==================== regfile_sb
regfile_sb/met3.png
Scale: 1.5 px per um.
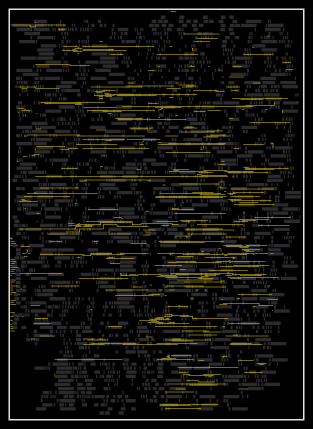

--- src/rtl/regfile_sb_pkg.sv ---
// Shared defaults and helpers for the scoreboarded register file.
// Optional same-cycle read bypass is enabled with REGFILE_BYPASS_EN.
package regfile_sb_pkg;

   localparam int DATAWIDTH_DEF = 16;
   localparam int REGWIDTH_DEF  = 4;
   localparam int LDQ_DEPTH_DEF = 2;

   // Occupancy must represent both 0 and DEPTH.
   function automatic int cnt_w(input int depth);
      return $clog2(depth) + 1;
   endfunction

endpackage

--- src/rtl/regfile_sb_ldq.sv ---
// Pending-load tag FIFO; the owner guarantees no push when full
// without a same-cycle pop, and no pop when empty.
module regfile_ldq
   import regfile_sb_pkg::*;
#(
   parameter int TAGW  = REGWIDTH_DEF,
   parameter int DEPTH = LDQ_DEPTH_DEF
) (
   input  logic            clk,
   input  logic            reset,
   input  logic            push_i,
   input  logic [TAGW-1:0] tag_i,
   input  logic            pop_i,
   output logic [TAGW-1:0] head_o,
   output logic            full_o,
   output logic            empty_o
);

   localparam int PW = $clog2(DEPTH);
   localparam int CW = cnt_w(DEPTH);

   logic [TAGW-1:0] tags_q [DEPTH];
   logic [PW-1:0]   wptr_q, wptr_d;
   logic [PW-1:0]   rptr_q, rptr_d;
   logic [CW-1:0]   cnt_q, cnt_d;

   assign head_o  = tags_q[rptr_q];
   assign full_o  = (cnt_q == CW'(DEPTH));
   assign empty_o = (cnt_q == '0);

   // Power-of-two depth lets the pointers wrap by overflow.
   always_comb begin
      wptr_d = wptr_q;
      rptr_d = rptr_q;
      cnt_d  = cnt_q;
      if (push_i) wptr_d = wptr_q + 1'b1;
      if (pop_i)  rptr_d = rptr_q + 1'b1;
      case ({push_i, pop_i})
         2'b10:   cnt_d = cnt_q + 1'b1;
         2'b01:   cnt_d = cnt_q - 1'b1;
         default: cnt_d = cnt_q;
      endcase
   end

   always_ff @(posedge clk) begin
      if (reset) begin
         wptr_q <= '0;
         rptr_q <= '0;
         cnt_q  <= '0;
      end else begin
         wptr_q <= wptr_d;
         rptr_q <= rptr_d;
         cnt_q  <= cnt_d;
         if (push_i) tags_q[wptr_q] <= tag_i;
      end
   end

endmodule

--- src/rtl/regfile_sb.sv ---
// Register file with load scoreboard and pending-load tag queue.
// Define REGFILE_BYPASS_EN to forward same-cycle writes to reads.
module regfile_sb
   import regfile_sb_pkg::*;
#(
   parameter int DATAWIDTH = DATAWIDTH_DEF,
   parameter int REGWIDTH  = REGWIDTH_DEF,
   parameter int LDQ_DEPTH = LDQ_DEPTH_DEF,
   parameter int PC_ALIAS  = 1
) (
   input  logic                 clk,
   input  logic                 reset,
   input  logic [REGWIDTH-1:0]  rSrc,
   input  logic [REGWIDTH-1:0]  rDst,
   output logic [DATAWIDTH-1:0] dSrc,
   output logic [DATAWIDTH-1:0] dDst,
   output logic                 src_busy,
   output logic                 dst_busy,
   input  logic [DATAWIDTH-1:0] pc,
   input  logic                 write,
   input  logic [REGWIDTH-1:0]  wr_addr,
   input  logic [DATAWIDTH-1:0] write_data,
   input  logic                 ld_issue,
   input  logic [REGWIDTH-1:0]  ld_addr,
   output logic                 ld_ready,
   input  logic                 ld_valid,
   input  logic [DATAWIDTH-1:0] ld_data,
   output logic                 ld_err
);

   localparam int NREG = 2 ** REGWIDTH;
   localparam logic [REGWIDTH-1:0] TOP = '1;

   logic [DATAWIDTH-1:0] regs_q [NREG];
   logic [NREG-1:0]      busy_q, busy_d;
   logic                 ld_err_q;

   logic                 push, pop, full, empty;
   logic [REGWIDTH-1:0]  head;
   logic [REGWIDTH-1:0]  raddr [2];
   logic [DATAWIDTH-1:0] rdata [2];
   logic                 rbusy [2];

   // A full queue may still accept when the head retires this cycle.
   assign ld_ready = !full || ld_valid;
   assign push     = ld_issue && ld_ready && !reset;
   assign pop      = ld_valid && !empty && !reset;
   assign ld_err   = ld_err_q;

   regfile_ldq #(
      .TAGW  (REGWIDTH),
      .DEPTH (LDQ_DEPTH)
   ) u_ldq (
      .clk     (clk),
      .reset   (reset),
      .push_i  (push),
      .tag_i   (ld_addr),
      .pop_i   (pop),
      .head_o  (head),
      .full_o  (full),
      .empty_o (empty)
   );

   // Set after clear so a re-issued tag stays busy.
   always_comb begin
      busy_d = busy_q;
      if (pop)  busy_d[head]    = 1'b0;
      if (push) busy_d[ld_addr] = 1'b1;
   end

   always_ff @(posedge clk) begin
      if (reset) begin
         for (int i = 0; i < NREG; i++) regs_q[i] <= '0;
         busy_q   <= '0;
         ld_err_q <= 1'b0;
      end else begin
         if (pop)   regs_q[head]    <= ld_data;
         if (write) regs_q[wr_addr] <= write_data;
         busy_q   <= busy_d;
         ld_err_q <= ld_valid && empty;
      end
   end

   assign raddr[0] = rSrc;
   assign raddr[1] = rDst;

   always_comb begin
      for (int p = 0; p < 2; p++) begin
         rdata[p] = regs_q[raddr[p]];
         rbusy[p] = busy_q[raddr[p]];
`ifdef REGFILE_BYPASS_EN
         if (pop && raddr[p] == head) begin
            rdata[p] = ld_data;
            rbusy[p] = 1'b0;
         end
         if (write && raddr[p] == wr_addr) rdata[p] = write_data;
`endif
         if (PC_ALIAS == 1 && raddr[p] == TOP) begin
            rdata[p] = pc;
            rbusy[p] = 1'b0;
         end
      end
   end

   assign dSrc     = rdata[0];
   assign dDst     = rdata[1];
   assign src_busy = rbusy[0];
   assign dst_busy = rbusy[1];

endmodule

--- config.mk ---
export PLATFORM = sky130hd
export DESIGN_NAME = regfile_sb
export DESIGN_NICKNAME = d
export VERILOG_FILES = /design/src/rtl/regfile_sb_pkg.sv /design/src/rtl/regfile_sb_ldq.sv /design/src/rtl/regfile_sb.sv
export SDC_FILE = /design/constraint.sdc
export NUM_CORES = 1
export LEC_CHECK = 0
export ABC_AREA = 1
export CAP_MARGIN = 0
export CELL_PAD_IN_SITES_DETAIL_PLACEMENT = 0
export CELL_PAD_IN_SITES_GLOBAL_PLACEMENT = 1
export CORE_ASPECT_RATIO = 1.4
export CORE_UTILIZATION = 35
export DETAILED_ROUTE_END_ITERATION = 12
export PLACE_DENSITY_LB_ADDON = 0.1
export SYNTH_ARGS = -nofsm -noshare
export SYNTH_HDL_FRONTEND = slang
export SYNTH_SLANG_ARGS = --single-unit
--- constraint.sdc ---
create_clock -name clk -period 3.91 [get_ports clk]
set_clock_uncertainty 0.05 [all_clocks]
set_input_delay 0.782 -clock clk [delete_from_list [all_inputs] [get_ports clk]]
set_output_delay 0.782 -clock clk [all_outputs]
set_load 0.02 [all_outputs]
==================== vga_frame_arbiter
**src/rtl/vga_frame_arbiter.sv**
```systemverilog
// 40x30 one-bit tile framebuffer shared by two write requesters.
// Writes and row-by-row clears are applied only while vertical blanking is active.
module vga_frame_arbiter (
  input  logic         clk,
  input  logic         reset_n,
  input  logic [10:0]  v_position,
  input  logic         req0,
  input  logic [10:0]  addr0,
  input  logic         wdata0,
  output logic         gnt0,
  input  logic         req1,
  input  logic [10:0]  addr1,
  input  logic         wdata1,
  output logic         gnt1,
  input  logic         clear_req,
  output logic         clear_busy,
  output logic         err_addr,
  output logic         blank_active,
  output logic [1199:0] frame_data
);

  localparam int unsigned COLS      = 40;
  localparam int unsigned TILES     = 1200;
  localparam logic [10:0] TILES_W   = 11'd1200;
  localparam logic [10:0] COLS_W    = 11'd40;
  localparam logic [4:0]  LAST_ROW  = 5'd29;
  localparam logic [10:0] V_DISPLAY = 11'd480;

  typedef enum logic {
    IDLE  = 1'b0,
    CLEAR = 1'b1
  } state_t;

  state_t          state_q, state_d;
  logic [TILES-1:0] frame_q, frame_d;
  logic [4:0]      row_cnt_q, row_cnt_d;
  logic            clear_busy_q, clear_busy_d;
  logic            blank_active_q, blank_active_d;
  logic            last_served_q, last_served_d;
  logic            gnt0_q, gnt0_d;
  logic            gnt1_q, gnt1_d;
  logic            err_addr_q, err_addr_d;

  logic            elig0, elig1;
  logic            sel_valid, sel_id, sel_wdata;
  logic [10:0]     sel_addr;
  logic [10:0]     row_base;

  always_ff @(posedge clk) begin
    if (!reset_n) begin
      state_q        <= IDLE;
      frame_q        <= '0;
      row_cnt_q      <= '0;
      clear_busy_q   <= 1'b0;
      blank_active_q <= 1'b0;
      last_served_q  <= 1'b1;
      gnt0_q         <= 1'b0;
      gnt1_q         <= 1'b0;
      err_addr_q     <= 1'b0;
    end else begin
      state_q        <= state_d;
      frame_q        <= frame_d;
      row_cnt_q      <= row_cnt_d;
      clear_busy_q   <= clear_busy_d;
      blank_active_q <= blank_active_d;
      last_served_q  <= last_served_d;
      gnt0_q         <= gnt0_d;
      gnt1_q         <= gnt1_d;
      err_addr_q     <= err_addr_d;
    end
  end

  // A requester still showing its grant is skipped, so a held request is not served twice.
  always_comb begin
    elig0     = req0 & ~gnt0_q;
    elig1     = req1 & ~gnt1_q;
    sel_valid = elig0 | elig1;
    sel_id    = 1'b0;
    if (elig0 && elig1) begin
      sel_id = ~last_served_q;
    end else if (elig1) begin
      sel_id = 1'b1;
    end
    sel_addr  = sel_id ? addr1 : addr0;
    sel_wdata = sel_id ? wdata1 : wdata0;
    row_base  = 11'(row_cnt_q) * COLS_W;
  end

  always_comb begin
    state_d        = state_q;
    frame_d        = frame_q;
    row_cnt_d      = row_cnt_q;
    clear_busy_d   = clear_busy_q;
    last_served_d  = last_served_q;
    gnt0_d         = 1'b0;
    gnt1_d         = 1'b0;
    err_addr_d     = 1'b0;
    blank_active_d = (v_position >= V_DISPLAY);

    if (clear_req && !clear_busy_q) begin
      clear_busy_d = 1'b1;
    end

    case (state_q)
      IDLE: begin
        if (blank_active_q) begin
          if (clear_busy_q) begin
            state_d = CLEAR;
          end else if (sel_valid) begin
            if (sel_addr < TILES_W) begin
              frame_d[sel_addr] = sel_wdata;
            end else begin
              err_addr_d = 1'b1;
            end
            gnt0_d        = ~sel_id;
            gnt1_d        = sel_id;
            last_served_d = sel_id;
          end
        end
      end
      CLEAR: begin
        // Outside blanking the clear simply pauses on the current row.
        if (blank_active_q) begin
          frame_d[row_base +: COLS] = '0;
          if (row_cnt_q == LAST_ROW) begin
            row_cnt_d    = '0;
            clear_busy_d = 1'b0;
            state_d      = IDLE;
          end else begin
            row_cnt_d = row_cnt_q + 5'd1;
          end
        end
      end
      default: state_d = IDLE;
    endcase
  end

  assign gnt0         = gnt0_q;
  assign gnt1         = gnt1_q;
  assign err_addr     = err_addr_q;
  assign clear_busy   = clear_busy_q;
  assign blank_active = blank_active_q;
  assign frame_data   = frame_q;

endmodule

```
**config.mk**
```make
export PLATFORM = sky130hd
export DESIGN_NAME = vga_frame_arbiter
export DESIGN_NICKNAME = d
export VERILOG_FILES = /design/src/rtl/vga_frame_arbiter.sv
export SDC_FILE = /design/constraint.sdc
export NUM_CORES = 2
export LEC_CHECK = 0
export CAP_MARGIN = 0
export CORE_AREA = 2 2 483 485
export DETAILED_ROUTE_END_ITERATION = 8
export DIE_AREA = 0 0 485 487
export GPL_ROUTABILITY_DRIVEN = 0
export GPL_TIMING_DRIVEN = 0
export PLACE_DENSITY = 0.43
export SETUP_SLACK_MARGIN = 0.3
export SLEW_MARGIN = 10
export SYNTH_ARGS = -nofsm -noshare
export SYNTH_HDL_FRONTEND = slang
export SYNTH_SLANG_ARGS = --single-unit
```
**constraint.sdc**
```tcl
create_clock -name clk -period 4.1 [get_ports clk]
set_clock_uncertainty 0.15 [all_clocks]
set_input_delay 0.615 -clock clk [delete_from_list [all_inputs] [get_ports clk]]
set_output_delay 0.615 -clock clk [all_outputs]
set_load 0.02 [all_outputs]
```
regfile_sb/cell_classes.png
Scale: 1 px per um.
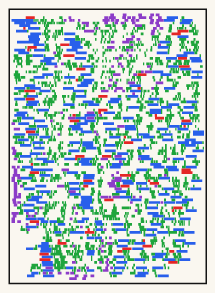
Key: blue = flops [cells 270, share of their area 38%]; green = all other logic [cells 2139, share of their area 46%]; red = clock drivers and dummy loads [cells 57, share of their area 5.4%]; purple = other buffers and delay cells [cells 203, share of their area 10%]

Notes on regfile_sb/met3.png above:
229 nets have wire on it. The longest straight run is 128 um. The wires run mostly horizontal. The layer carries 5380 um of wire.
met3 layer usage reported by global route: 3.50%
via total after detailed routing: 18300
total length of routed wires: 84000 um

==> Changelog: implementation, regfile_sb <==
### Metrics

* Pin count of the biggest net entering global routing at around 64
* Syn. warnings at 0
* Area of the mapped netlist at 18300 sq um
* Layout area overhead at 16.9%
* Post-CTS setup buffer count at 0
* Final standard cell area without fillers at roughly 21000 sq um
* Flip-flops with a built-in enable at about 250
* Chip width at 195 um
* Number of DRC markers in iteration 0 at 1612
* Initial antenna violation count at 4
* Comb pwr at about 1.5 mW
* Clock-cell share of area at under 10%
* Worst path cell trace: clkdlybuf4s50_1 > buf_4 > nor2_1 > buf_4 > nand2_1 > nand2_1 > inv_1 > a21oi_1 > clkdlybuf4s50_1
* Post-layout instance count excluding filler cells at ~3300
* Ratio of total power to cell area at around 380 nW/um^2
* Clock Power Share at about two fifths
* Sequential fraction of total cell area at between 30 and 40%
* Combinational gates at about 1800
* Commonest cells after routing, fill and taps aside: 907 x nand2_1, 538 x nand3_1, 290 x inv_1
* H-tree lvl count at 1
* Number of detailed-route iterations in the first pass at 6
* Total nets after synthesis at approximately 2700
* DR top layer: met5
* Adders+Majority by Area at less than 1%
* Count of antenna diodes in the layout at 2
* Post-Syn Area per Cell at 7.02 sq um
* Vias per inst at 5.50
* Total negative slack for setup checks at 0 ps
* Fillers at around 5300
* Number of clock sinks seen by CTS at 270
* Most popular library cell in the synthesized design by count: nand2_1
* Min setup slack post-route at 80.5 ps
* Cell row count at around 100
* Status: completed
* Number of tapcells at 650
* Reg-to-reg slack, setup at 1250 ps
* Main flop type: edfxtp_1
* Int Pwr at roughly 5.7 mW
* Element type at the critical path end: output pin
* Synthesis-stage register bit count at 270
regfile_sb: flip-flops by register name, indices dropped and copies added, names as in the netlist, named ones only:
| name | count |
|---|---|
| u_ldq.cnt_q | 2 |
| u_ldq.wptr_q | 1 |
| u_ldq.rptr_q | 1 |
| u_ldq.tags_q | 8 |
| ld_err | 1 |
| busy_q | 16 |
| regs_q | 240 |
regfile_sb: cells by family after synthesis:
family                     count (synthesis)
adders and majority gates                  1
and+or+nand+nor                         1547
buffers and inverters                    514
AOI/OAI and AO/OA                        280
DFF                                      270
vga_frame_arbiter/cell_classes.png
Scale: 1 px per um.
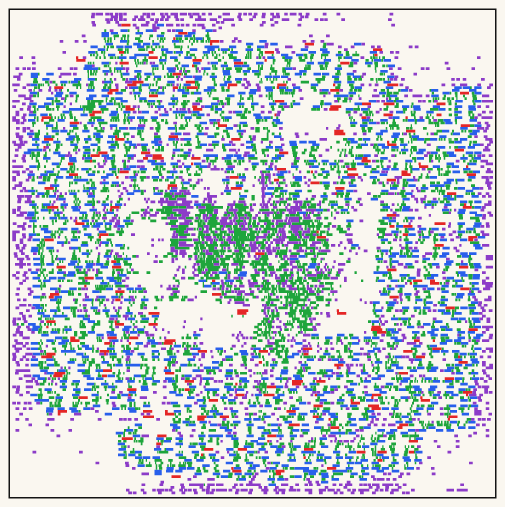
Key: green = all other logic [cells 5017, share of their area 39%]; blue = flops [cells 1212, share of their area 30%]; red = clock drivers and dummy loads [cells 266, share of their area 6.4%]; purple = other buffers and delay cells [cells 2291, share of their area 25%]

==> Changelog: implementation, vga_frame_arbiter <==
### Metrics

* Most common cell after layout, fill and taps aside: clkdlybuf4s50_1
* H-tree lvl count at 4
* Final Slew Violations at 12
* Drt drc at a little over 400
* Ratio of total power to cell area at 347 nW/um^2
* Fillers at about 24000
* Launching instance or port of the critical path: state_q
* Most Used Layer, Global Route: met2
* Met3 layer usage reported by global route at 19.4%
* Count of buffers inserted at the top-level ports at 1233
* Total of max-cap violations at 2
* Unrepaired setup endpoints after global routing: true
* Max Root-Sink Buffers at 3
* Post-layout total power at between 20 and 30 mW
* Failing checks: DRC, capacitance limit, slew limit
* Status: finished with violations
## vga_frame_arbiter: logic make-up (layout without fill, tap and decap cells)
| kind of cell | count (synthesis) | in the layout | share of synthesized area, % |
|---|---|---|---|
| mux | 6 | 6 | 0.111 |
| flops | 1212 | 1212 | 43.9 |
| other cells | 0 | 44 | 0 |
| compound gates | 3426 | 3426 | 38.0 |
| fa+ha+maj | 12 | 12 | 0.285 |
| buf+inv | 804 | 2577 | 5.60 |
| simple gates | 1545 | 1545 | 12.0 |
| xor+xnor | 8 | 8 | 0.127 |

==> layout pictures side by side <==
Clock wiring as the flow saved it.
shot_01.png
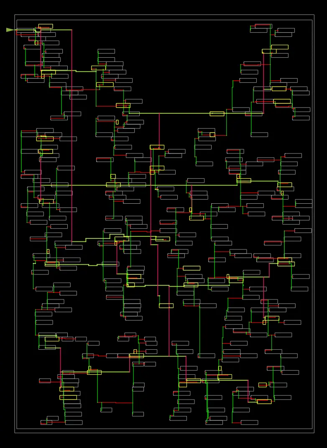
shot_02.png
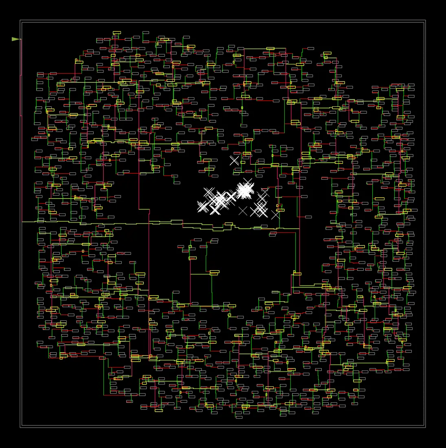
- most sequential cells: shot_02.png
shot_02.png: vga_frame_arbiter
shot_01.png: regfile_sb



## Gallery

Wires at chosen ports, followed through buffers.
picture 1
Scale: 1 px per um.
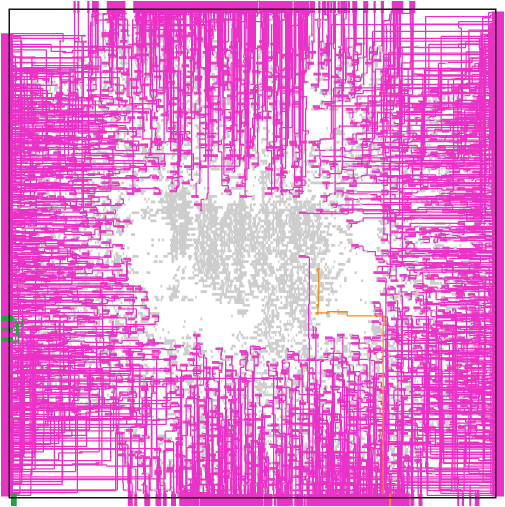
picture 2
Scale: 1.5 px per um.
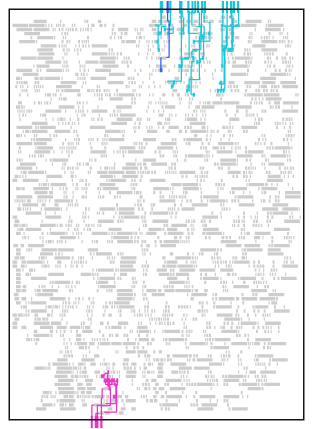
picture 2 -> regfile_sb
picture 1 -> vga_frame_arbiter
- largest die: picture 1

Key to picture 2:
Key: blue = dst_busy [bits 1, direction output, edge top, end cells 1, buffers 1, wire 42.6 um]; magenta = wr_addr [bits 4, direction input, edge bottom, end cells 12, buffers 4, wire 166 um]; cyan = pc [bits 16, direction input, edge top, end cells 32, buffers 16, wire 679 um]

Power figures rest on the tool's default switching activity, not on a simulated workload.
